# bcd_time_counter

==> bcd_time_counter/density.png <==
Scale: 4 px per µm. The die is cut into 7 by 7 equal tiles; black is low, pale yellow is high, 0 to 100% covered.
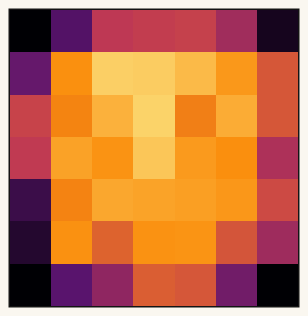

`config.mk`:
```
export PLATFORM = sky130hd
export DESIGN_NAME = bcd_time_counter
export DESIGN_NICKNAME = d
export VERILOG_FILES = /design/src/rtl/bcd_time_counter.sv
export SDC_FILE = /design/constraint.sdc
export NUM_CORES = 1
export LEC_CHECK = 0
export CORE_AREA = 2 2 70 72
export CTS_CLUSTER_DIAMETER = 120
export DETAILED_ROUTE_END_ITERATION = 10
export DIE_AREA = 0 0 72 74
export PLACE_DENSITY = 0.87
export SETUP_SLACK_MARGIN = 0.05
export SLEW_MARGIN = 20
export SYNTH_ARGS = -nofsm -noshare
export SYNTH_HDL_FRONTEND = slang
export SYNTH_SLANG_ARGS = --single-unit
```
`constraint.sdc`:
```
create_clock -name clock -period 4.6 [get_ports clock]
set_input_delay 0.92 -clock clock [delete_from_list [all_inputs] [get_ports clock]]
set_output_delay 0.92 -clock clock [all_outputs]
set_load 0.005 [all_outputs]
```
`src/rtl/bcd_time_counter.sv`:
```
// ---------------------------------------------------------------------------
// bcd_time_counter
//   Time-of-day counter kept as packed BCD (hour:min:sec). The counter advances
//   one second for every TICKS_PER_SEC rising edges of the tick input. It
//   provides a valid/ready load port for setting the time, and registered
//   one-cycle strobes for downstream display and alarm logic. The tick input is
//   treated as data and is edge-detected inside the clock domain.
//
// Parameters
//   TICKS_PER_SEC  tick rising edges per one-second advance (1..255)
//   HOURS_PER_DAY  24 (hours 00..23) or 12 (hours 01..12)
//
// Ports
//   clock, reset        system clock, asynchronous active-high reset
//   tick                divider output, rising-edge detected
//   set_valid/ready     load handshake; ready drops for one cycle after a load
//   set_hour/min/sec    BCD time to load
//   set_err             one-cycle strobe: the accepted load was invalid
//   hour/min/sec        current BCD time
//   sec_stb             one-cycle strobe on every second advance
//   min_carry           one-cycle strobe when seconds wrap 59 -> 00
//   day_carry           one-cycle strobe when the hour wraps
//
// Optional feature (macro BCD_TIME_ALARM_EN)
//   alarm_hour/min/arm  alarm compare time and enable
//   alarm_hit           one-cycle strobe, coincident with min_carry, when the
//                       new hour:min equals the armed alarm time
// ---------------------------------------------------------------------------
module bcd_time_counter #(
    parameter int unsigned TICKS_PER_SEC = 4,
    parameter int unsigned HOURS_PER_DAY = 24
) (
    input  logic       clock,
    input  logic       reset,
    input  logic       tick,
    input  logic       set_valid,
    output logic       set_ready,
    input  logic [7:0] set_hour,
    input  logic [7:0] set_min,
    input  logic [7:0] set_sec,
    output logic       set_err,
    output logic [7:0] hour,
    output logic [7:0] min,
    output logic [7:0] sec,
    output logic       sec_stb,
    output logic       min_carry,
    output logic       day_carry
`ifdef BCD_TIME_ALARM_EN
    ,
    input  logic [7:0] alarm_hour,
    input  logic [7:0] alarm_min,
    input  logic       alarm_arm,
    output logic       alarm_hit
`endif
);

    localparam logic [7:0] PRESC_MAX = 8'(TICKS_PER_SEC - 1);
    localparam logic [7:0] HOUR_RST  = (HOURS_PER_DAY == 12) ? 8'h12 : 8'h00;

    // {wrap, next} for a 00..59 BCD field
    function automatic logic [8:0] inc_bcd59(input logic [7:0] v);
        if (v == 8'h59)
            return {1'b1, 8'h00};
        else if (v[3:0] == 4'd9)
            return {1'b0, v[7:4] + 4'd1, 4'd0};
        else
            return {1'b0, v[7:4], v[3:0] + 4'd1};
    endfunction

    // {wrap, next} for the hour field in the configured mode
    function automatic logic [8:0] inc_hour(input logic [7:0] v);
        if (HOURS_PER_DAY == 12 && v == 8'h12)
            return {1'b1, 8'h01};
        else if (HOURS_PER_DAY != 12 && v == 8'h23)
            return {1'b1, 8'h00};
        else if (v[3:0] == 4'd9)
            return {1'b0, v[7:4] + 4'd1, 4'd0};
        else
            return {1'b0, v[7:4], v[3:0] + 4'd1};
    endfunction

    function automatic logic load_ok(input logic [7:0] h,
                                     input logic [7:0] m,
                                     input logic [7:0] s);
        logic digits_ok;
        logic hour_ok;
        digits_ok = (h[7:4] <= 4'd9) && (h[3:0] <= 4'd9) &&
                    (m[7:4] <= 4'd9) && (m[3:0] <= 4'd9) &&
                    (s[7:4] <= 4'd9) && (s[3:0] <= 4'd9);
        // With every digit legal, packed BCD orders like the decimal value.
        if (HOURS_PER_DAY == 12)
            hour_ok = (h != 8'h00) && (h <= 8'h12);
        else
            hour_ok = (h <= 8'h23);
        return digits_ok && (s[7:4] <= 4'd5) && (m[7:4] <= 4'd5) && hour_ok;
    endfunction

    logic       tick_q;
    logic [7:0] presc_q,     presc_d;
    logic [7:0] sec_q,       sec_d;
    logic [7:0] min_q,       min_d;
    logic [7:0] hour_q,      hour_d;
    logic       sec_stb_q,   sec_stb_d;
    logic       min_carry_q, min_carry_d;
    logic       day_carry_q, day_carry_d;
    logic       set_err_q,   set_err_d;
    logic       ready_q,     ready_d;
`ifdef BCD_TIME_ALARM_EN
    logic       alarm_hit_q, alarm_hit_d;
`endif

    logic       tick_edge;
    logic       xfer;
    logic [8:0] sec_inc;
    logic [8:0] min_inc;
    logic [8:0] hour_inc;

    always_comb begin
        tick_edge   = tick & ~tick_q;
        xfer        = set_valid & ready_q;
        sec_inc     = inc_bcd59(sec_q);
        min_inc     = inc_bcd59(min_q);
        hour_inc    = inc_hour(hour_q);

        presc_d     = presc_q;
        sec_d       = sec_q;
        min_d       = min_q;
        hour_d      = hour_q;
        sec_stb_d   = 1'b0;
        min_carry_d = 1'b0;
        day_carry_d = 1'b0;
        set_err_d   = 1'b0;
        // One busy cycle after every transfer caps loads at one per two cycles.
        ready_d     = ~xfer;
`ifdef BCD_TIME_ALARM_EN
        alarm_hit_d = 1'b0;
`endif

        if (xfer) begin
            // A load always clears the prescaler and swallows a coincident edge.
            presc_d = '0;
            if (load_ok(set_hour, set_min, set_sec)) begin
                hour_d = set_hour;
                min_d  = set_min;
                sec_d  = set_sec;
            end else begin
                set_err_d = 1'b1;
            end
        end else if (tick_edge) begin
            if (presc_q == PRESC_MAX) begin
                presc_d   = '0;
                sec_stb_d = 1'b1;
                sec_d     = sec_inc[7:0];
                if (sec_inc[8]) begin
                    min_carry_d = 1'b1;
                    min_d       = min_inc[7:0];
                    if (min_inc[8]) begin
                        hour_d      = hour_inc[7:0];
                        day_carry_d = hour_inc[8];
                    end
`ifdef BCD_TIME_ALARM_EN
                    alarm_hit_d = alarm_arm && (hour_d == alarm_hour) &&
                                  (min_d == alarm_min);
`endif
                end
            end else begin
                presc_d = presc_q + 8'd1;
            end
        end
    end

    always_ff @(posedge clock or posedge reset) begin
        if (reset) begin
            tick_q      <= 1'b0;
            presc_q     <= '0;
            sec_q       <= 8'h00;
            min_q       <= 8'h00;
            hour_q      <= HOUR_RST;
            sec_stb_q   <= 1'b0;
            min_carry_q <= 1'b0;
            day_carry_q <= 1'b0;
            set_err_q   <= 1'b0;
            ready_q     <= 1'b0;
`ifdef BCD_TIME_ALARM_EN
            alarm_hit_q <= 1'b0;
`endif
        end else begin
            tick_q      <= tick;
            presc_q     <= presc_d;
            sec_q       <= sec_d;
            min_q       <= min_d;
            hour_q      <= hour_d;
            sec_stb_q   <= sec_stb_d;
            min_carry_q <= min_carry_d;
            day_carry_q <= day_carry_d;
            set_err_q   <= set_err_d;
            ready_q     <= ready_d;
`ifdef BCD_TIME_ALARM_EN
            alarm_hit_q <= alarm_hit_d;
`endif
        end
    end

    assign set_ready = ready_q;
    assign set_err   = set_err_q;
    assign hour      = hour_q;
    assign min       = min_q;
    assign sec       = sec_q;
    assign sec_stb   = sec_stb_q;
    assign min_carry = min_carry_q;
    assign day_carry = day_carry_q;
`ifdef BCD_TIME_ALARM_EN
    assign alarm_hit = alarm_hit_q;
`endif

endmodule

```
# sd_data_ctrl

`src/rtl/sd_data_ctrl.sv`:
```
// Control FSM of the SD host data block: sequences single/multi-block transfers and
// supervises the timeout. Define SD_DATA_BLKCNT_EN to expose the Blocks_done count.
module sd_data_ctrl #(
    parameter int unsigned BLK_W = 8,
    parameter int unsigned TO_W  = 16
) (
    input  logic             Clock,
    input  logic             Reset,
    input  logic             WriteRead,
    input  logic [BLK_W-1:0] Blocks,
    input  logic             MultipleData,
    input  logic             Timeout_enable,
    input  logic [TO_W-1:0]  Timeout_reg,
    input  logic             NewData,
    input  logic             FIFO_ok,
    input  logic             Complete,
    output logic             Send,
    output logic             Idle,
    output logic             Data_transfer_complete,
    output logic             Timeout,
    output logic             Dir
`ifdef SD_DATA_BLKCNT_EN
    ,
    output logic [BLK_W-1:0] Blocks_done
`endif
);

    typedef enum logic [2:0] {
        StIdle,
        StSetup,
        StCheck,
        StSend,
        StWaitDone,
        StDone,
        StError
    } state_e;

    localparam logic [BLK_W-1:0] BlkOne = BLK_W'(1);
    localparam logic [TO_W-1:0]  ToOne  = TO_W'(1);

    state_e           state_q, state_d;
    logic             dir_q, dir_d;
    logic [BLK_W-1:0] target_q, target_d;
    logic [BLK_W-1:0] blk_cnt_q, blk_cnt_d;
    logic [TO_W-1:0]  to_cnt_q, to_cnt_d;
    logic             send_q, send_d;
    logic             idle_q, idle_d;
    logic             done_q, done_d;
    logic             tout_q, tout_d;
    logic             to_hit;
    logic [BLK_W-1:0] blk_inc;

    always_comb begin
        state_d   = state_q;
        dir_d     = dir_q;
        target_d  = target_q;
        blk_cnt_d = blk_cnt_q;
        to_cnt_d  = to_cnt_q;
        blk_inc   = blk_cnt_q + BlkOne;
        // Expires on the cycle the counter reaches Timeout_reg-1, i.e. after Timeout_reg cycles
        to_hit    = Timeout_enable && (Timeout_reg != '0) && (to_cnt_q == Timeout_reg - ToOne);

        unique case (state_q)
            StIdle: begin
                if (NewData) begin
                    state_d  = StSetup;
                    dir_d    = WriteRead;
                    target_d = (MultipleData && (Blocks != '0)) ? Blocks : BlkOne;
                end
            end
            StSetup: begin
                state_d   = StCheck;
                blk_cnt_d = '0;
            end
            StCheck: begin
                if (FIFO_ok) begin
                    state_d = StSend;
                end else if (to_hit) begin
                    state_d = StError;
                end
            end
            StSend: state_d = StWaitDone;
            StWaitDone: begin
                // A completion in the expiry cycle still counts; the event beats the timeout
                if (Complete) begin
                    blk_cnt_d = blk_inc;
                    state_d   = (blk_inc == target_q) ? StDone : StCheck;
                end else if (to_hit) begin
                    state_d = StError;
                end
            end
            StDone:  state_d = StIdle;
            StError: state_d = StIdle;
            default: state_d = StIdle;
        endcase

        if (state_d != state_q) begin
            to_cnt_d = '0;
        end else if (((state_q == StCheck) || (state_q == StWaitDone)) && (to_cnt_q != '1)) begin
            to_cnt_d = to_cnt_q + ToOne;
        end

        send_d = (state_d == StSend);
        idle_d = (state_d == StIdle) || (state_d == StError);
        done_d = (state_d == StDone);
        tout_d = (state_d == StError);
    end

    always_ff @(posedge Clock) begin
        if (Reset) begin
            state_q   <= StIdle;
            dir_q     <= 1'b0;
            target_q  <= '0;
            blk_cnt_q <= '0;
            to_cnt_q  <= '0;
            send_q    <= 1'b0;
            idle_q    <= 1'b1;
            done_q    <= 1'b0;
            tout_q    <= 1'b0;
        end else begin
            state_q   <= state_d;
            dir_q     <= dir_d;
            target_q  <= target_d;
            blk_cnt_q <= blk_cnt_d;
            to_cnt_q  <= to_cnt_d;
            send_q    <= send_d;
            idle_q    <= idle_d;
            done_q    <= done_d;
            tout_q    <= tout_d;
        end
    end

    assign Send                   = send_q;
    assign Idle                   = idle_q;
    assign Data_transfer_complete = done_q;
    assign Timeout                = tout_q;
    assign Dir                    = dir_q;

`ifdef SD_DATA_BLKCNT_EN
    assign Blocks_done = blk_cnt_q;
`endif

endmodule

```
`config.mk`:
```
export PLATFORM = sky130hd
export DESIGN_NAME = sd_data_ctrl
export DESIGN_NICKNAME = d
export VERILOG_FILES = /design/src/rtl/sd_data_ctrl.sv
export SDC_FILE = /design/constraint.sdc
export NUM_CORES = 1
export LEC_CHECK = 0
export ABC_AREA = 1
export CELL_PAD_IN_SITES_DETAIL_PLACEMENT = 1
export CELL_PAD_IN_SITES_GLOBAL_PLACEMENT = 1
export CORE_UTILIZATION = 48
export DETAILED_ROUTE_END_ITERATION = 6
export DONT_BUFFER_PORTS = 1
export PLACE_DENSITY = 0.85
export SYNTH_ARGS = -nofsm -noshare
export SYNTH_HDL_FRONTEND = slang
export SYNTH_SLANG_ARGS = --single-unit
export TNS_END_PERCENT = 1
```
`constraint.sdc`:
```
create_clock -name Clock -period 5.75 [get_ports Clock]
set_input_delay 0.575 -clock Clock [delete_from_list [all_inputs] [get_ports Clock]]
set_output_delay 0.575 -clock Clock [all_outputs]
set_load 0.03 [all_outputs]
```
# vec_inst_queue

[src/rtl/vec_inst_queue.sv]
// vec_inst_queue: decoupling FIFO between the scalar issue stage and the vector controller.
// Latency: a push into an empty queue is visible at the head (vec_valid) one cycle later.
// Backpressure: inst_ready drops when all DEPTH entries are valid; it depends on registered state only.
//
// Ports:
//   clk, reset (async, active-low), flush (sync clear)
//   inst_valid/inst_in/rs1_in/rs2_in -> inst_ready : scalar-side offer
//   illegal_inst : one-cycle pulse after a non-vector opcode is offered and not queued
//   vec_valid/vec_inst/rs1_out/rs2_out <- vec_ack : first-word-fall-through head, popped on ack
//   csr_pending : a vset{i}vl{i} is still queued (scalar rd writeback hazard)
//   occupancy   : number of valid entries
module vec_inst_queue #(
  parameter int XLEN  = 32,
  parameter int DEPTH = 4,
  parameter int CNT_W = $clog2(DEPTH) + 1
) (
  input  logic             clk,
  input  logic             reset,
  input  logic             flush,
  input  logic             inst_valid,
  input  logic [XLEN-1:0]  inst_in,
  input  logic [XLEN-1:0]  rs1_in,
  input  logic [XLEN-1:0]  rs2_in,
  output logic             inst_ready,
  output logic             illegal_inst,
  output logic             vec_valid,
  output logic [XLEN-1:0]  vec_inst,
  output logic [XLEN-1:0]  rs1_out,
  output logic [XLEN-1:0]  rs2_out,
  input  logic             vec_ack,
  output logic             csr_pending,
  output logic [CNT_W-1:0] occupancy
);

  localparam int PW = $clog2(DEPTH);

  localparam logic [6:0] V_ARITH = 7'h57;
  localparam logic [6:0] V_LOAD  = 7'h07;
  localparam logic [6:0] V_STORE = 7'h27;
  localparam logic [2:0] CONF    = 3'b111;

  localparam logic [CNT_W-1:0] L_DEPTH = CNT_W'(DEPTH);
  localparam logic [CNT_W-1:0] L_ONE   = CNT_W'(1);
  localparam logic [PW-1:0]    L_PONE  = PW'(1);

  logic [XLEN-1:0]  r_inst_mem [DEPTH];
  logic [XLEN-1:0]  r_rs1_mem  [DEPTH];
  logic [XLEN-1:0]  r_rs2_mem  [DEPTH];

  logic [PW-1:0]    r_wr_ptr;
  logic [PW-1:0]    r_rd_ptr;
  logic [CNT_W-1:0] r_occ;
  logic [CNT_W-1:0] r_conf_cnt;
  logic             r_illegal;

  logic             w_ready;
  logic             w_valid;
  logic             w_is_vec;
  logic             w_is_conf;
  logic             w_head_conf;
  logic             w_push;
  logic             w_pop;
  logic [XLEN-1:0]  w_head_inst;

  assign w_ready  = (r_occ < L_DEPTH);
  assign w_valid  = (r_occ != '0);

  assign w_is_vec  = (inst_in[6:0] == V_ARITH) ||
                     (inst_in[6:0] == V_LOAD)  ||
                     (inst_in[6:0] == V_STORE);
  assign w_is_conf = (inst_in[6:0] == V_ARITH) && (inst_in[14:12] == CONF);

  assign w_head_inst = r_inst_mem[r_rd_ptr];
  assign w_head_conf = (w_head_inst[6:0] == V_ARITH) && (w_head_inst[14:12] == CONF);

  // Readiness is sampled before any same-cycle pop, so a full queue never
  // accepts an offer even when the head is being acknowledged.
  assign w_push = inst_valid & w_ready & w_is_vec & ~flush;
  assign w_pop  = vec_ack & w_valid & ~flush;

  // Storage carries no reset; stale contents are hidden by the empty forcing below.
  always_ff @(posedge clk) begin
    if (w_push) begin
      r_inst_mem[r_wr_ptr] <= inst_in;
      r_rs1_mem[r_wr_ptr]  <= rs1_in;
      r_rs2_mem[r_wr_ptr]  <= rs2_in;
    end
  end

  always_ff @(posedge clk or negedge reset) begin
    if (!reset) begin
      r_wr_ptr   <= '0;
      r_rd_ptr   <= '0;
      r_occ      <= '0;
      r_conf_cnt <= '0;
      r_illegal  <= 1'b0;
    end else if (flush) begin
      r_wr_ptr   <= '0;
      r_rd_ptr   <= '0;
      r_occ      <= '0;
      r_conf_cnt <= '0;
      r_illegal  <= 1'b0;
    end else begin
      r_illegal <= inst_valid & w_ready & ~w_is_vec;

      if (w_push) begin
        r_wr_ptr <= r_wr_ptr + L_PONE;
      end
      if (w_pop) begin
        r_rd_ptr <= r_rd_ptr + L_PONE;
      end

      case ({w_push, w_pop})
        2'b10:   r_occ <= r_occ + L_ONE;
        2'b01:   r_occ <= r_occ - L_ONE;
        default: r_occ <= r_occ;
      endcase

      case ({w_push & w_is_conf, w_pop & w_head_conf})
        2'b10:   r_conf_cnt <= r_conf_cnt + L_ONE;
        2'b01:   r_conf_cnt <= r_conf_cnt - L_ONE;
        default: r_conf_cnt <= r_conf_cnt;
      endcase
    end
  end

  assign inst_ready   = w_ready;
  assign illegal_inst = r_illegal;
  assign vec_valid    = w_valid;
  assign occupancy    = r_occ;
  assign csr_pending  = (r_conf_cnt != '0);

  // An empty queue presents all-zero fields so the controller decodes a NOP.
  assign vec_inst = w_valid ? w_head_inst          : '0;
  assign rs1_out  = w_valid ? r_rs1_mem[r_rd_ptr]  : '0;
  assign rs2_out  = w_valid ? r_rs2_mem[r_rd_ptr]  : '0;

endmodule

[config.mk]
export PLATFORM = sky130hd
export DESIGN_NAME = vec_inst_queue
export DESIGN_NICKNAME = d
export VERILOG_FILES = /design/src/rtl/vec_inst_queue.sv
export SDC_FILE = /design/constraint.sdc
export NUM_CORES = 1
export LEC_CHECK = 0
export ABC_AREA = 1
export CORE_MARGIN = 1
export CORE_UTILIZATION = 40
export CTS_BUF_LIST = sky130_fd_sc_hd__clkbuf_8
export CTS_CLUSTER_DIAMETER = 200
export DETAILED_ROUTE_END_ITERATION = 8
export GPL_TIMING_DRIVEN = 0
export HOLD_SLACK_MARGIN = 0.12
export PLACE_DENSITY = 0.62
export SETUP_SLACK_MARGIN = 0.05
export SYNTH_ARGS = -nofsm -noshare
export SYNTH_HDL_FRONTEND = slang
export SYNTH_SLANG_ARGS = --single-unit
[constraint.sdc]
create_clock -name clk -period 10.9 [get_ports clk]
set_clock_uncertainty 0.15 [all_clocks]
set_input_delay 2.18 -clock clk [delete_from_list [all_inputs] [get_ports clk]]
set_output_delay 2.18 -clock clk [all_outputs]
set_load 0.02 [all_outputs]
# alu_mc

**src/rtl/alu_mc.sv**
```systemverilog
// alu_mc: handshaked multi-cycle RV32I/M ALU with an iterative restoring divider.
// Non-divide ops and divide special cases complete in one cycle; normal divides take XLEN+1.
module alu_mc #(
    parameter int XLEN = 32,
    localparam int SHW = $clog2(XLEN)
) (
    input  logic            clk,
    input  logic            rst_n,
    input  logic            in_valid,
    output logic            in_ready,
    input  logic [4:0]      op,
    input  logic [XLEN-1:0] rs1,
    input  logic [XLEN-1:0] rs2,
    output logic            out_valid,
    input  logic            out_ready,
    output logic [XLEN-1:0] result,
    output logic            illegal,
    output logic            busy
);
    typedef enum logic [1:0] {IDLE, DIV, DONE} state_t;
    state_t state, state_nx;
    logic [XLEN-1:0] alu_res, sra, a_mag, b_mag, quo, rem, dvsr, q_nx, r_nx;
    logic [2*XLEN-1:0] prod, ma, mb;
    logic [XLEN:0] sh, diff;
    logic [SHW-1:0] cnt;
    logic alu_ill, is_div, sgn, div0, ovf, go_div, a_neg, b_neg, neg_q, neg_r, is_rem;
    assign sra = $signed(rs1) >>> rs2[SHW-1:0];
    // one shared multiplier: operands are zero-extended only for MULHU
    assign ma = {{XLEN{(op != 5'b10011) & rs1[XLEN-1]}}, rs1};
    assign mb = {{XLEN{(op != 5'b10011) & rs2[XLEN-1]}}, rs2};
    assign prod = ma * mb;
    assign is_div = op[4:2] == 3'b101;
    assign sgn = is_div && !op[0];
    assign div0 = rs2 == '0;
    assign ovf = sgn && rs1 == {1'b1, {(XLEN-1){1'b0}}} && &rs2;
    assign go_div = is_div && !div0 && !ovf;
    assign a_neg = sgn && rs1[XLEN-1];
    assign b_neg = sgn && rs2[XLEN-1];
    assign a_mag = a_neg ? -rs1 : rs1;
    assign b_mag = b_neg ? -rs2 : rs2;
    assign sh = {rem, quo[XLEN-1]};
    assign diff = sh - {1'b0, dvsr};
    assign q_nx = {quo[XLEN-2:0], ~diff[XLEN]};
    assign r_nx = diff[XLEN] ? sh[XLEN-1:0] : diff[XLEN-1:0];
    // divide entries hold the single-cycle special-case answers; normal divides overwrite later
    always_comb begin
        alu_res = '0;
        alu_ill = 1'b0;
        case (op)
            5'b00000: alu_res = rs1 + rs2;
            5'b01000: alu_res = rs1 - rs2;
            5'b00111: alu_res = rs1 & rs2;
            5'b00110: alu_res = rs1 | rs2;
            5'b00100: alu_res = rs1 ^ rs2;
            5'b00001: alu_res = rs1 << rs2[SHW-1:0];
            5'b00101: alu_res = rs1 >> rs2[SHW-1:0];
            5'b01101: alu_res = sra;
            5'b00010: alu_res = {{(XLEN-1){1'b0}}, $signed(rs1) < $signed(rs2)};
            5'b00011: alu_res = {{(XLEN-1){1'b0}}, rs1 < rs2};
            5'b01111: alu_res = prod[XLEN-1:0];
            5'b10000, 5'b10011: alu_res = prod[2*XLEN-1:XLEN];
            5'b10100, 5'b10101: alu_res = div0 ? '1 : rs1;
            5'b10110, 5'b10111: alu_res = div0 ? rs1 : '0;
            default: alu_ill = 1'b1;
        endcase
    end
    always_ff @(posedge clk) begin
        if (!rst_n) state <= IDLE;
        else state <= state_nx;
    end
    always_comb begin
        state_nx = state == IDLE ? (in_valid ? (go_div ? DIV : DONE) : IDLE) :
                   state == DIV  ? (&cnt ? DONE : DIV) :
                   (out_ready ? IDLE : DONE);
    end
    always_comb begin
        in_ready = state == IDLE;
        busy = state == DIV;
        out_valid = state == DONE;
    end
    always_ff @(posedge clk) begin
        if (!rst_n) begin
            result <= '0;
            illegal <= 1'b0;
            cnt <= '0;
            quo <= '0;
            rem <= '0;
            dvsr <= '0;
            neg_q <= 1'b0;
            neg_r <= 1'b0;
            is_rem <= 1'b0;
        end else if (state == IDLE && in_valid) begin
            result <= alu_res;
            illegal <= alu_ill;
            cnt <= '0;
            quo <= a_mag;
            rem <= '0;
            dvsr <= b_mag;
            neg_q <= a_neg ^ b_neg;
            neg_r <= a_neg;
            is_rem <= op[1];
        end else if (state == DIV) begin
            quo <= q_nx;
            rem <= r_nx;
            cnt <= cnt + 1'b1;
            if (&cnt) result <= is_rem ? (neg_r ? -r_nx : r_nx) : (neg_q ? -q_nx : q_nx);
        end
    end
endmodule

```
**config.mk**
```make
export PLATFORM = sky130hd
export DESIGN_NAME = alu_mc
export DESIGN_NICKNAME = d
export VERILOG_FILES = /design/src/rtl/alu_mc.sv
export SDC_FILE = /design/constraint.sdc
export NUM_CORES = 2
export LEC_CHECK = 0
export CAP_MARGIN = 20
export CORE_MARGIN = 2
export CORE_UTILIZATION = 45
export DETAILED_ROUTE_END_ITERATION = 6
export PLACE_DENSITY = 0.66
export SYNTH_ARGS = -nofsm -noshare
export SYNTH_HDL_FRONTEND = slang
export SYNTH_SLANG_ARGS = --single-unit
```
**constraint.sdc**
```tcl
create_clock -name clk -period 31.1 [get_ports clk]
set_clock_uncertainty 0.15 [all_clocks]
set_input_delay 4.665 -clock clk [delete_from_list [all_inputs] [get_ports clk]]
set_output_delay 4.665 -clock clk [all_outputs]
set_load 0.02 [all_outputs]
```
# fx3_packet_streamer

## src/rtl/fx3_packet_streamer.sv

```systemverilog
// FX3 GPIF-II read-side packet sequencer.
// Cuts the sample stream into fixed-length packets and adds enable gating,
// an inter-packet gap, abort detection and a packet counter.
module fx3_packet_streamer #(
  parameter int unsigned PACKET_WORDS = 8192,
  parameter int unsigned GAP_CYCLES   = 0,
  parameter int unsigned PKTCNT_W     = 16
) (
  input  logic                           inclk,
  input  logic                           nReset,
  input  logic                           enable,
  input  logic                           readData,
  input  logic                           fifoReady,
  output logic                           fx3isReading,
  output logic [$clog2(PACKET_WORDS)-1:0] wordCount,
  output logic                           packetDone,
  output logic [PKTCNT_W-1:0]            packetCount,
  output logic                           aborted
);

  localparam int unsigned CNT_W    = $clog2(PACKET_WORDS);
  localparam int unsigned GAP_W    = 8;
  localparam bit          HAS_GAP  = (GAP_CYCLES > 0);
  localparam logic [CNT_W-1:0] LAST_WORD = CNT_W'(PACKET_WORDS - 1);
  localparam logic [GAP_W-1:0] GAP_LAST  = GAP_W'((GAP_CYCLES > 0) ? (GAP_CYCLES - 1) : 0);

  typedef enum logic [1:0] {
    IDLE     = 2'd0,
    WAIT_REQ = 2'd1,
    SEND     = 2'd2,
    GAP      = 2'd3
  } state_t;

  state_t               state, stateNext;
  logic                 readDataQ, fifoReadyQ;
  logic [GAP_W-1:0]     gapCnt, gapCntNext;
  logic [CNT_W-1:0]     wordCountNext;
  logic                 packetDoneNext;
  logic [PKTCNT_W-1:0]  packetCountNext;
  logic                 abortedNext;
  logic                 lastWord;

  // GPIF request and buffer level are registered once; the FSM sees only these copies
  always_ff @(posedge inclk or negedge nReset) begin
    if (!nReset) begin
      readDataQ  <= 1'b0;
      fifoReadyQ <= 1'b0;
    end else begin
      readDataQ  <= readData;
      fifoReadyQ <= fifoReady;
    end
  end

  // State and output registers
  always_ff @(posedge inclk or negedge nReset) begin
    if (!nReset) begin
      state       <= IDLE;
      gapCnt      <= '0;
      wordCount   <= '0;
      packetDone  <= 1'b0;
      packetCount <= '0;
      aborted     <= 1'b0;
    end else begin
      state       <= stateNext;
      gapCnt      <= gapCntNext;
      wordCount   <= wordCountNext;
      packetDone  <= packetDoneNext;
      packetCount <= packetCountNext;
      aborted     <= abortedNext;
    end
  end

  assign lastWord = (wordCount == LAST_WORD);

  // Next-state and next-output decode; completion on the last word beats abort
  always_comb begin
    stateNext       = state;
    gapCntNext      = '0;
    wordCountNext   = '0;
    packetDoneNext  = 1'b0;
    packetCountNext = packetCount;
    abortedNext     = aborted;
    case (state)
      IDLE: begin
        abortedNext = 1'b0;
        if (enable) stateNext = WAIT_REQ;
      end
      WAIT_REQ: begin
        if (!enable)                      stateNext = IDLE;
        else if (readDataQ && fifoReadyQ) stateNext = SEND;
      end
      SEND: begin
        if (lastWord) begin
          packetDoneNext  = 1'b1;
          packetCountNext = packetCount + PKTCNT_W'(1);
          stateNext       = HAS_GAP ? GAP : WAIT_REQ;
        end else if (!readDataQ) begin
          abortedNext = 1'b1;
          stateNext   = WAIT_REQ;
        end else begin
          wordCountNext = wordCount + CNT_W'(1);
        end
      end
      GAP: begin
        if (gapCnt == GAP_LAST) stateNext  = WAIT_REQ;
        else                    gapCntNext = gapCnt + GAP_W'(1);
      end
      default: stateNext = IDLE;
    endcase
  end

  // A word moves on every SEND cycle
  assign fx3isReading = (state == SEND);

endmodule

```

## config.mk

```make
export PLATFORM = sky130hd
export DESIGN_NAME = fx3_packet_streamer
export DESIGN_NICKNAME = d
export VERILOG_FILES = /design/src/rtl/fx3_packet_streamer.sv
export SDC_FILE = /design/constraint.sdc
export NUM_CORES = 1
export LEC_CHECK = 0
export CAP_MARGIN = 0
export CORE_MARGIN = 2
export CORE_UTILIZATION = 40
export DETAILED_ROUTE_END_ITERATION = 12
export GPL_ROUTABILITY_DRIVEN = 0
export PLACE_DENSITY = 0.75
export SYNTH_ARGS = -nofsm -noshare
export SYNTH_HDL_FRONTEND = slang
export SYNTH_SLANG_ARGS = --single-unit
```

## constraint.sdc

```tcl
create_clock -name inclk -period 2.1 [get_ports inclk]
set_input_delay 0.21 -clock inclk [delete_from_list [all_inputs] [get_ports inclk]]
set_output_delay 0.21 -clock inclk [all_outputs]
set_load 0.05 [all_outputs]
```

==> alu_mc/density.png <==
Scale: 1 px per µm. The die is cut into 36 by 36 equal tiles; black is low, pale yellow is high, 0 to 100% covered.
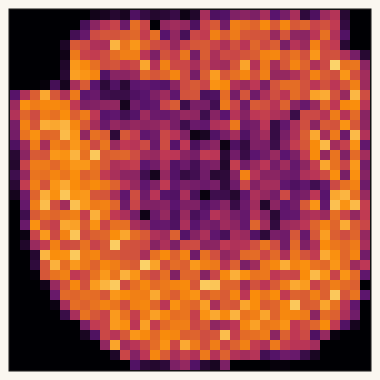
tiles over 75% full: 9.7%
nearly empty tiles: 12%
mean over tiles: 45%
fullest tile: 91%

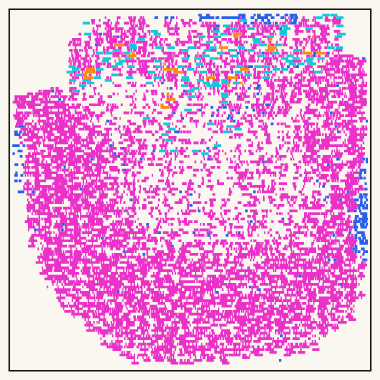
(alu_mc/cell_classes.png)
Scale: 1 px per µm.
| color | class | cells | share of their area |
|---|---|---|---|
| orange | clock drivers and dummy loads | 32 | 0.98% |
| cyan | flip-flops | 139 | 4.8% |
| blue | other buffers and delay cells | 267 | 3.5% |
| magenta | all other logic | 6410 | 91% |

==> notes.md, alu_mc <==
Update from the flow run.

The combined buffer and inverter count along the critical path is 8. The H-tree depth reported by CTS is 4. The post-synth count of flops with an enable pin is 0. The biggest area contributor in the post-synthesis netlist is sky130_fd_sc_hd__fa_1. Of all flip-flops after synthesis, the portion carrying an async set or reset was 0%. The initial antenna violation count came to 20. The final clock period utilization by the worst path is 48.6%. The critical register-to-register path startpoint is quo[31]$_SDFFE_PN0P_. The count of inserted tapcells is 1650. For this block, wires on met1 add up to 95100 µm. The critical path crosses 32 cells after its start point. The class of the most critical setup path is input pin to flop. The run finished with clean final reports.

The main area contributors are sky130_fd_sc_hd__fa_1 40%, sky130_fd_sc_hd__inv_1 8.6%, sky130_fd_sc_hd__ha_1 7.6%. The number of nets in the synthesized netlist is between 8000 and 9000. The layout clock buffer count is 20.

The startpoint of the worst setup timing path is op[2]. The cell count after synthesis came out at 7002. The critical path endpoint has a required time of roughly 31 ns.
==> alu_mc: cells by family (layout without fill, tap and decap cells) <==
group,count (synthesis),after routing,synth area share [%]
simple gates,2046,2046,15.2
fa+ha+maj,1480,1480,47.3
xor+xnor,226,226,3.47
other cells,0,7,0
buf+inv,1773,1619,11.7
compound gates,1181,1181,13.6
flops,139,139,4.88
mux,157,157,3.89
==> alu_mc: state kept, by name, summed over array words and instances, names as in the netlist <==
register and flops:
dvsr 32, neg_q 1, result 32, quo 32, state 2, is_rem 1
rem 32, cnt 5, illegal 1, neg_r 1
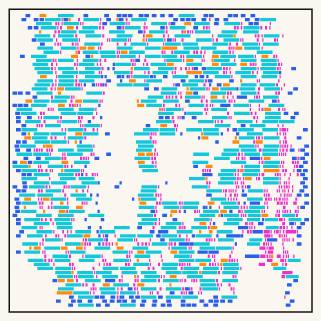
(vec_inst_queue/cell_classes.png)
Scale: 1.5 px per µm.
| color | class | cells | share of their area |
|---|---|---|---|
| blue | other buffers and delay cells | 292 | 14% |
| cyan | flip-flops | 395 | 61% |
| orange | clock drivers and dummy loads | 117 | 6.4% |
| magenta | all other logic | 836 | 19% |

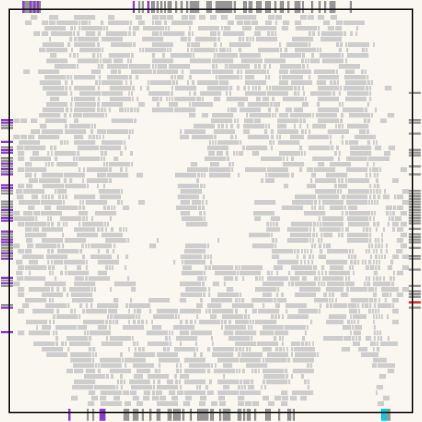
(vec_inst_queue/pins.png)
Scale: 2 px per µm. Pins as bars across the die edge, other pins in gray.
| color | port | pins | direction | edge |
|---|---|---|---|---|
| purple | `rs1_in` | 32 | input | 22 left, 6 top, 4 bottom |
| cyan | `occupancy` | 3 | output | bottom |
| red | `vec_valid` | 1 | output | right |

==> notes.md, vec_inst_queue <==
Update from the flow run.

The first TritonRoute pass finished after 7 iterations. The routed layout has 10689 vias. The CTS tree is done. After clock tree synthesis, the repair step resized 0 gates. The met3 usage is 4.68%. For the worst reg-to-reg path, the endpoint reported by OpenROAD is r_rs1_mem[3][15]$_DFFE_PP_. The warning tally printed by Yosys for this design is 0. The most frequent standard cell in the layout excluding fill and tap cells is sky130_fd_sc_hd__edfxtp_1. The worst-case reg-to-reg path depth is 8. The sequential cell area share is 58.8%. The flow ran to the end, and the final reports show no timing, DRC or antenna violations. The script logs the ratio of routed vias to standard cells as around 4.9.

The worst hold slack after final layout is 0.417 ns. Looking at the hold checks, the worst path lands on r_conf_cnt[2]$_DFFE_PN0P_. The clock-pin slew reported for the worst setup and hold paths after clock tree synthesis is 0.06 ns.

Of all nets on the critical path, the largest fanout is 10. The fill cell instance count of the final layout is between 3000 and 4000. The number of endpoints failing setup at the final stage is 0.
vec_inst_queue: critical path: cells and delay by family, from the launching register on:
| family | cells | cell delay, ns |
|---|---|---|
| simple gates | 1 | 0.16 |
| flops | 1 | 0.41 |
| compound gates | 1 | 0.16 |
| buf+inv | 5 | 2.20 |
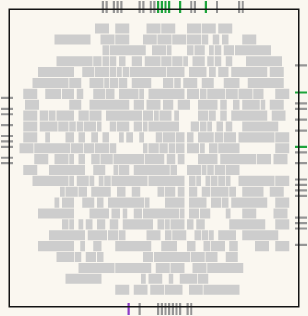
(bcd_time_counter/pins.png)
Scale: 4 px per µm. Pins as bars across the die edge, other pins in gray.
| color | port | pins | direction | edge |
|---|---|---|---|---|
| green | `set_min` | 8 | input | 6 top, 2 right |
| purple | `tick` | 1 | input | bottom |

Notes on bcd_time_counter/density.png above:
tiles over 75% full: 41%
mean over tiles: 57%
nearly empty tiles: 6.1%
fullest tile: 90%

==> notes.md, bcd_time_counter <==
Update from the flow run.

In the Yosys stats the netlist draws on between 50 and 60 distinct library cells. The worst slack at placement is 1.30 ns. Per the Yosys statistics, synthesis produced 256 cells. Per the detail_route report, routed wire per instance is 17.6 µm. The post-synthesis cell type with the largest combined area is sky130_fd_sc_hd__dfrtp_1. Endpoints with negative setup slack in the final report add up to 0. The pin count of the biggest net entering global routing is 39. For this block, the routed nets add up to roughly 6400 µm of wire. The fraction of area in non-clock buffers is a little under a fifth. Leaving out buffers and inverters, the combinational logic in the layout accounts for around 0.0014 mm². The layout report lists the combined flip-flop and latch area as approximately 950 µm². Once the floorplan was initialized, standard cells occupied around 53% of the core. The number of setup buffers added after CTS is 0. According to the floorplan report, the die height is 74 µm. For this design the top-level I/O count stands at 57.

Yosys reported a register bit count of 38. The via count of the first global-routing pass was 2200. The buffer depth of the longest clock path is 2. TritonRoute reported its final design rule violation total as 0. The clock network area share is 3.52%. The mean area per synthesized cell is ~9.5 µm².

TritonCTS built the clock tree. The final weighted congestion in routability-driven placement is 0.897. The run finished with clean final reports. The cell type of the slowest stage on the worst timing path is sky130_fd_sc_hd__or3_4.
bcd_time_counter: cells by family (layout without fill, tap and decap cells):
group | Yosys count | count (layout) | share of synthesized area (%)
DFF | 38 | 38 | 39.3
muxes | 7 | 7 | 3.46
adders and majority gates | 11 | 11 | 5.69
and+or+nand+nor | 94 | 94 | 24.6
AOI/OAI and AO/OA | 81 | 81 | 22.1
xor gates and xnor gates | 4 | 4 | 1.45
buffers and inverters | 21 | 76 | 3.46
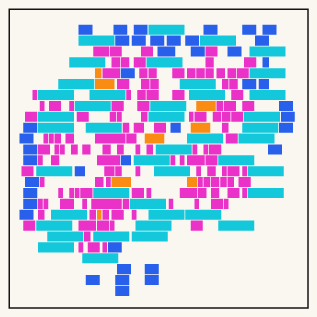
(fx3_packet_streamer/cell_classes.png)
Scale: 4 px per µm.
| color | class | cells | share of their area |
|---|---|---|---|
| cyan | flip-flops | 43 | 44% |
| blue | other buffers and delay cells | 41 | 16% |
| orange | clock drivers and dummy loads | 8 | 3.5% |
| magenta | all other logic | 131 | 36% |

==> notes.md, fx3_packet_streamer <==
Update from the flow run.

Sorting the synthesized cells by how often they occur yields 43 x sky130_fd_sc_hd__dfrtp_1, 25 x sky130_fd_sc_hd__nor2_1, 25 x sky130_fd_sc_hd__xnor2_1. The time the worst path needs with I/O delays and setup is 1.85 ns. Dividing the final minimum period by the clock period gives a little under 90%. The multi-input combinational cell count is 125. The number of antenna diodes is 0. Per the OpenROAD floorplan log, the width of the die is 74.3 µm.

The top cell type's share of synthesized area is 54.4%. After clock tree synthesis, the flow added hold-fix buffers numbering 1. The number of cells on the critical path is 1. The cell type of the slowest stage on the worst timing path is sky130_fd_sc_hd__clkdlybuf4s50_1. The count of inserted tapcells is 67. The final clock skew is 0.00454 ns.

The stage delay of the slowest cell on the critical path is 0.85 ns. Counting flops with a built-in enable in the synthesized netlist gives 0. The post-synthesis adder-cell area fraction is 2.53%. The detailed router placed approximately 1400 vias in this run. The worst setup path is launched from a flop. The die covers 0.00552 mm². The post-synthesis instance total is between 150 and 200. The buffer depth of the longest clock path is 2. The area of the placeable core is 0.00475 mm².

The flow ran to the end, and the final reports show no timing, DRC or antenna violations. Routing resource usage on met3 recorded by global route was 3.12%. Per the skew report, the later register of the worst-skew pair sees a clock latency of 0.29 ns. The total negative slack is 0 ns.

The wire length per cell after detailed routing is 12.9 µm. The final report lists a non-filler cell total of 290. The core occupancy in the finished layout is roughly 53%.
fx3_packet_streamer: placed cells by master (no fill, tap or decap), drive strengths merged, types with 2 or more instances in the layout:
cell type,n
nand3,14
nor2,25
dfrtp,43
xnor2,25
and3,7
nor4,4
nand2,7
inv,6
buf,5
ha,4
clkdlybuf4s50,34
a21oi,2
clkbuf,6
nand4,11
and2,5
nor3,5
xor2,6
and4,3
fx3_packet_streamer: metal layers:
layer | vias to the layer above | wire length [µm]
li1 | 699 | -
met4 | 0 | 65
met5 | - | 0
met3 | 7 | 118
met2 | 26 | 1820
met1 | 685 | 1740
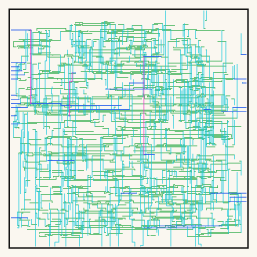
(sd_data_ctrl/metal_stack.png)
Scale: 3 px per µm.
| color | layer | wire length |
|---|---|---|
| blue | met3 | 222 µm |
| cyan | met2 | 3390 µm |
| green | met1 | 3520 µm |
| magenta | met4 | 72.3 µm |

==> notes.md, sd_data_ctrl <==
Update from the flow run.

The run finished with clean final reports. In the final report, the number of hold violations comes to 0. The share of the Yosys chip area taken by registers is around 28%. The main area contributors are sky130_fd_sc_hd__dfxtp_1 28%, sky130_fd_sc_hd__nand2_1 16%, sky130_fd_sc_hd__inv_1 8.2%. Max-slew check failures listed in the final report amount to 0. Counting instances, the worst hold path has a depth of 1. The type of origin of the critical path is a flop. The global-route wire length before repair is 12400 µm. The pin count of the biggest net entering global routing is 18. Per the synthesis report, the single largest cell type by area occupies between 20 and 30% of cell area. The share of the core area taken by cells at floorplan is between 50% and 60%.

The total die size is between 0.006 and 0.007 mm². Excluding fillers, the count of instances in the completed layout stands at 521. The post-synthesis adder-cell area fraction is about 1.3%. The transition time of the tightest slew-check pin is 0.503 ns. The core occupancy in the finished layout is 53.7%.

Wires add up to around 7200 µm. The family of cells with the greatest summed delay on the critical path is simple AND/OR/NAND/NOR gates. The main logic family after synthesis is simple AND/OR/NAND/NOR gates.

Per the OpenROAD timing report, the critical path contains 13 cells. Once the clock tree was built, the setup fixing pass inserted 0 buffers. Yosys mapped a number of flops with a built-in enable equal to 0. The timing report shows that the slowest cell on the worst path is sky130_fd_sc_hd__dfxtp_1.

The detailed placement HPWL is 5840 µm. The class of the most critical setup path is flop to flop. The count of inverters not on the clock network in the layout is 67. In this run the worst setup path begins at blk_cnt_q[0]$_SDFFE_PP0P_. From bottom edge to top edge, the die measures 79.1 µm.

The first detailed-routing pass took 4 iterations. At floorplan, the net count of the design was reported as 481. The via count of the first global-routing pass is 2826.

In this run the core area contains 27 standard-cell rows. The launch point of the worst register-to-register path is recorded as blk_cnt_q[0]$_SDFFE_PP0P_. The CTS tree is done.
sd_data_ctrl: per-layer routing:
layer / global-route usage [%] / up-vias
met5: 0 / -
met4: 6.73 / 0
met3: 3.56 / 8
met2: 42.7 / 39
met1: 33.0 / 1267
li1: - / 1399

==> notes/layouts.md <==
Pictures saved along the way, in no particular order.

Clock nets.
Plate I
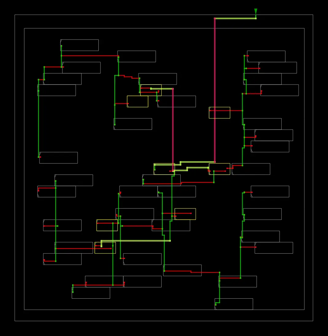
Plate II
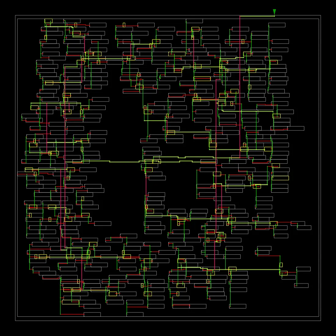
Plate III
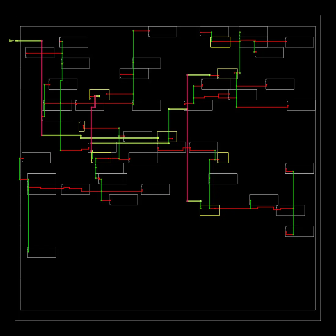
Plate IV
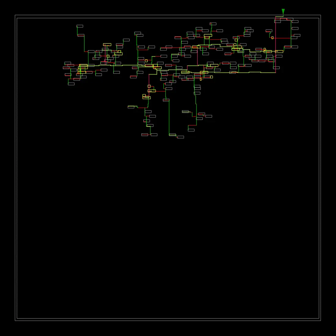
Plate V
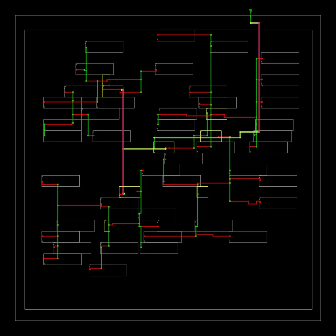
| from | picture |
|---|---|
| fx3_packet_streamer | Plate V |
| vec_inst_queue | Plate II |
| bcd_time_counter | Plate I |
| alu_mc | Plate IV |
| sd_data_ctrl | Plate III |


# alu_arbiter

<file path="src/rtl/alu_defs.sv">
// ============================================================================
// Module : alu_defs
// Shared opcode, FSM state and opcode-legality definitions for alu_arbiter.
// Rev    : 1.0
// ============================================================================
`default_nettype none

package alu_defs;

    localparam logic [2:0] ALU_AND = 3'b000;
    localparam logic [2:0] ALU_OR  = 3'b001;
    localparam logic [2:0] ALU_ADD = 3'b010;
    localparam logic [2:0] ALU_LUI = 3'b011;
    localparam logic [2:0] ALU_SUB = 3'b110;
    localparam logic [2:0] ALU_SLT = 3'b111;

    typedef enum logic [1:0] {
        S_IDLE = 2'd0,
        S_EXEC = 2'd1,
        S_RESP = 2'd2
    } state_t;

    // 3'b100 and 3'b101 are the only unused encodings.
    function automatic logic is_legal_op(input logic [2:0] op);
        return !((op == 3'b100) || (op == 3'b101));
    endfunction

endpackage

`default_nettype wire

</file>
<file path="src/rtl/alu_arbiter_alu.sv">
// ============================================================================
// Module : ALU
// Combinational ALU: AND, OR, ADD, SUB, LUI and unsigned SLT.
// Rev    : 1.0
// ============================================================================
`default_nettype none

module ALU
    import alu_defs::*;
#(
    parameter int WIDTH = 32
) (
    input  logic [2:0]       i_op,
    input  logic [WIDTH-1:0] i_a,
    input  logic [WIDTH-1:0] i_b,
    output logic [WIDTH-1:0] o_result,
    output logic             o_zero
);

    always_comb begin
        o_result = '0;
        case (i_op)
            ALU_AND: o_result = i_a & i_b;
            ALU_OR:  o_result = i_a | i_b;
            ALU_ADD: o_result = i_a + i_b;
            ALU_SUB: o_result = i_a - i_b;
            ALU_LUI: o_result = i_b << 16;
            ALU_SLT: o_result = {{(WIDTH-1){1'b0}}, (i_a < i_b)};
            default: o_result = '0;
        endcase
    end

    assign o_zero = (o_result == '0);

endmodule

`default_nettype wire

</file>
<file path="src/rtl/alu_arbiter.sv">
// ============================================================================
// Module : alu_arbiter
// Round-robin two-requester front end and IDLE/EXEC/RESP sequencer for the ALU.
// Rev    : 1.0
// ============================================================================
`default_nettype none

module alu_arbiter
    import alu_defs::*;
#(
    parameter int WIDTH = 32,
    parameter int CNT_W = 16
) (
    input  logic             clk,
    input  logic             reset,
    input  logic             req0_valid,
    output logic             req0_ready,
    input  logic [2:0]       req0_op,
    input  logic [WIDTH-1:0] req0_a,
    input  logic [WIDTH-1:0] req0_b,
    input  logic             req1_valid,
    output logic             req1_ready,
    input  logic [2:0]       req1_op,
    input  logic [WIDTH-1:0] req1_a,
    input  logic [WIDTH-1:0] req1_b,
    output logic             rsp_valid,
    input  logic             rsp_ready,
    output logic             rsp_id,
    output logic [WIDTH-1:0] rsp_result,
    output logic             rsp_zero,
    output logic             rsp_err,
    output logic             busy,
    output logic [CNT_W-1:0] ops_done
);

    state_t             r_state;
    logic               r_last_grant;
    logic [2:0]         r_op;
    logic [WIDTH-1:0]   r_a;
    logic [WIDTH-1:0]   r_b;
    logic               r_id;
    logic               r_rsp_valid;
    logic               r_rsp_id;
    logic [WIDTH-1:0]   r_rsp_result;
    logic               r_rsp_zero;
    logic               r_rsp_err;
    logic [CNT_W-1:0]   r_ops_done;

    logic               w_grant;
    logic               w_grant_id;
    logic [2:0]         w_sel_op;
    logic [WIDTH-1:0]   w_sel_a;
    logic [WIDTH-1:0]   w_sel_b;
    logic [WIDTH-1:0]   w_alu_result;
    logic               w_alu_zero;

    // With both valid, the requester not granted last wins; otherwise the lone one.
    assign w_grant    = (r_state == S_IDLE) && (req0_valid || req1_valid);
    assign w_grant_id = (req0_valid && req1_valid) ? ~r_last_grant : req1_valid;

    assign req0_ready = w_grant && !w_grant_id;
    assign req1_ready = w_grant &&  w_grant_id;

    assign w_sel_op = w_grant_id ? req1_op : req0_op;
    assign w_sel_a  = w_grant_id ? req1_a  : req0_a;
    assign w_sel_b  = w_grant_id ? req1_b  : req0_b;

    ALU #(
        .WIDTH    (WIDTH)
    ) u_alu (
        .i_op     (r_op),
        .i_a      (r_a),
        .i_b      (r_b),
        .o_result (w_alu_result),
        .o_zero   (w_alu_zero)
    );

    always_ff @(posedge clk or posedge reset) begin
        if (reset) begin
            r_state      <= S_IDLE;
            r_last_grant <= 1'b1;
            r_op         <= 3'b000;
            r_a          <= '0;
            r_b          <= '0;
            r_id         <= 1'b0;
            r_rsp_valid  <= 1'b0;
            r_rsp_id     <= 1'b0;
            r_rsp_result <= '0;
            r_rsp_zero   <= 1'b0;
            r_rsp_err    <= 1'b0;
            r_ops_done   <= '0;
        end else begin
            case (r_state)
                S_IDLE: begin
                    if (w_grant) begin
                        r_op         <= w_sel_op;
                        r_a          <= w_sel_a;
                        r_b          <= w_sel_b;
                        r_id         <= w_grant_id;
                        r_last_grant <= w_grant_id;
                        r_state      <= S_EXEC;
                    end
                end
                S_EXEC: begin
                    if (is_legal_op(r_op)) begin
                        r_rsp_result <= w_alu_result;
                        r_rsp_zero   <= w_alu_zero;
                        r_rsp_err    <= 1'b0;
                    end else begin
                        r_rsp_result <= '0;
                        r_rsp_zero   <= 1'b1;
                        r_rsp_err    <= 1'b1;
                    end
                    r_rsp_id    <= r_id;
                    r_rsp_valid <= 1'b1;
                    r_state     <= S_RESP;
                end
                S_RESP: begin
                    if (rsp_ready) begin
                        r_rsp_valid <= 1'b0;
                        r_ops_done  <= r_ops_done + 1'b1;
                        r_state     <= S_IDLE;
                    end
                end
                default: begin
                    r_rsp_valid <= 1'b0;
                    r_state     <= S_IDLE;
                end
            endcase
        end
    end

    assign rsp_valid  = r_rsp_valid;
    assign rsp_id     = r_rsp_id;
    assign rsp_result = r_rsp_result;
    assign rsp_zero   = r_rsp_zero;
    assign rsp_err    = r_rsp_err;
    assign busy       = (r_state != S_IDLE);
    assign ops_done   = r_ops_done;

endmodule

`default_nettype wire

</file>
<file path="config.mk">
export PLATFORM = sky130hd
export DESIGN_NAME = alu_arbiter
export DESIGN_NICKNAME = d
export VERILOG_FILES = /design/src/rtl/alu_defs.sv /design/src/rtl/alu_arbiter_alu.sv /design/src/rtl/alu_arbiter.sv
export SDC_FILE = /design/constraint.sdc
export NUM_CORES = 1
export LEC_CHECK = 0
export ABC_AREA = 1
export CORE_ASPECT_RATIO = 0.6
export CORE_MARGIN = 3
export CORE_UTILIZATION = 60
export CTS_BUF_LIST = sky130_fd_sc_hd__clkbuf_2 sky130_fd_sc_hd__clkbuf_4 sky130_fd_sc_hd__clkbuf_8
export CTS_CLUSTER_DIAMETER = 100
export DETAILED_ROUTE_END_ITERATION = 8
export PLACE_DENSITY = 0.88
export SLEW_MARGIN = 20
export SYNTH_ARGS = -nofsm -noshare
export SYNTH_HDL_FRONTEND = slang
export SYNTH_HIERARCHICAL = 1
export SYNTH_SLANG_ARGS = --single-unit
export TNS_END_PERCENT = 5
</file>
<file path="constraint.sdc">
create_clock -name clk -period 6.6 [get_ports clk]
set_input_delay 0.66 -clock clk [delete_from_list [all_inputs] [get_ports clk]]
set_output_delay 0.66 -clock clk [all_outputs]
set_load 0.01 [all_outputs]
</file>
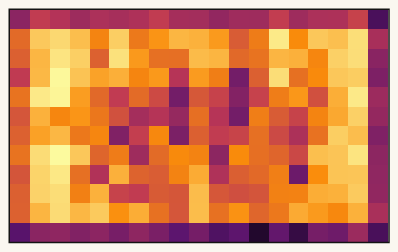
(alu_arbiter/density.png)
Scale: 2 px per µm. The die is cut into 19 by 12 equal tiles; black is low, pale yellow is high, 0 to 100% covered.
fullest tile: 99%
tiles over 75% full: 34%
mean over tiles: 64%

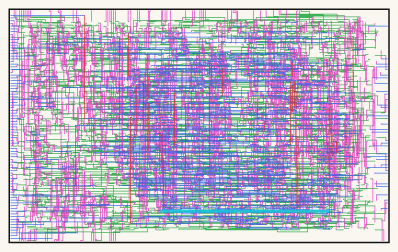
(alu_arbiter/metal_stack.png)
Scale: 2 px per µm.
| color | layer | wire length |
|---|---|---|
| cyan | met5 | 82.8 µm |
| magenta | met2 | 16500 µm |
| blue | met3 | 8450 µm |
| green | met1 | 19300 µm |
| red | met4 | 899 µm |

==> notes.md <==
Update from the flow run.

Detailed placement finished with a half-perimeter wire length of around 36000 µm. The slowest stage of the critical path is the sky130_fd_sc_hd__clkdlybuf4s50_1 cell. The family of cells with the greatest summed delay on the critical path is buffers and inverters.

The class of the worst hold path is flop to flop. Of the total synthesized cell area, the portion taken by AND-OR and OR-AND cells is 8.11%. STA puts the critical path data required time at 5.94 ns.

The post-synthesis adder-cell area fraction is 10.8%. The chip occupies 0.0219 mm². In the post-route analysis, the smallest setup slack over all paths is 3.13 ns. CTS reports a maximum clock tree buffer depth of 2.

The number of setup buffers added after CTS is 0. By instance count after routing, the leading logic cell types are 701 x sky130_fd_sc_hd__nand2_1, 351 x sky130_fd_sc_hd__inv_1, 193 x sky130_fd_sc_hd__clkdlybuf4s50_1. The post-synthesis sequential area ratio is 25.5%.

The XOR/XNOR share of the synthesized area is 0.871%. The run finished with clean final reports. The final clock skew is between 0.01 and 0.015 ns. The floorplan step set the die width to ~190 µm. The report gives the cell count of the worst hold path as 1. Per the CTS log, the maximum H-tree level is 4. The smallest clock period supported by the final layout is computed as around 3.5 ns.
-- layer usage --
metal	up-vias	global-route usage, %	share of wire, %
met2	1073	51.7	36
li1	6357	-	-
met1	6271	60.5	43
met3	90	19.2	19
met4	2	9.57	2.0
met5	-	2.78	0.18
-- cell families (layout without fill, tap and decap cells) --
kind of cell    count (synthesis)  after routing
flops                         123            123
fa+ha+maj                     103            103
xor+xnor                       12             12
simple gates                 1143           1143
buf+inv                       427            592
compound gates                157            157


==> gallery <==
Routed metal, one color a layer.
panel A
Scale: 1 px per µm.
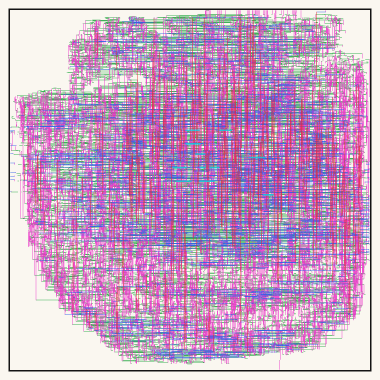
panel B
Scale: 4 px per µm.
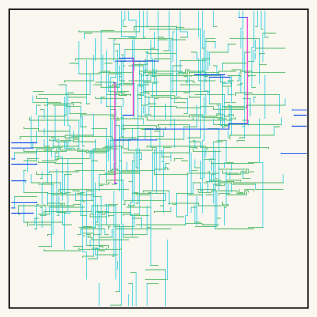
panel C
Scale: 4 px per µm.
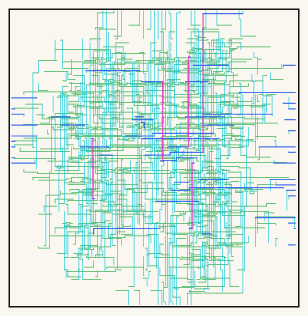
panel D
Scale: 1.5 px per µm.
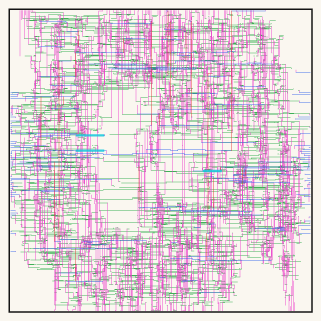
The one with the most wire is panel A.
Panel B is fx3_packet_streamer.
Panel A is alu_mc.
Panel D is vec_inst_queue.
Panel C is bcd_time_counter.

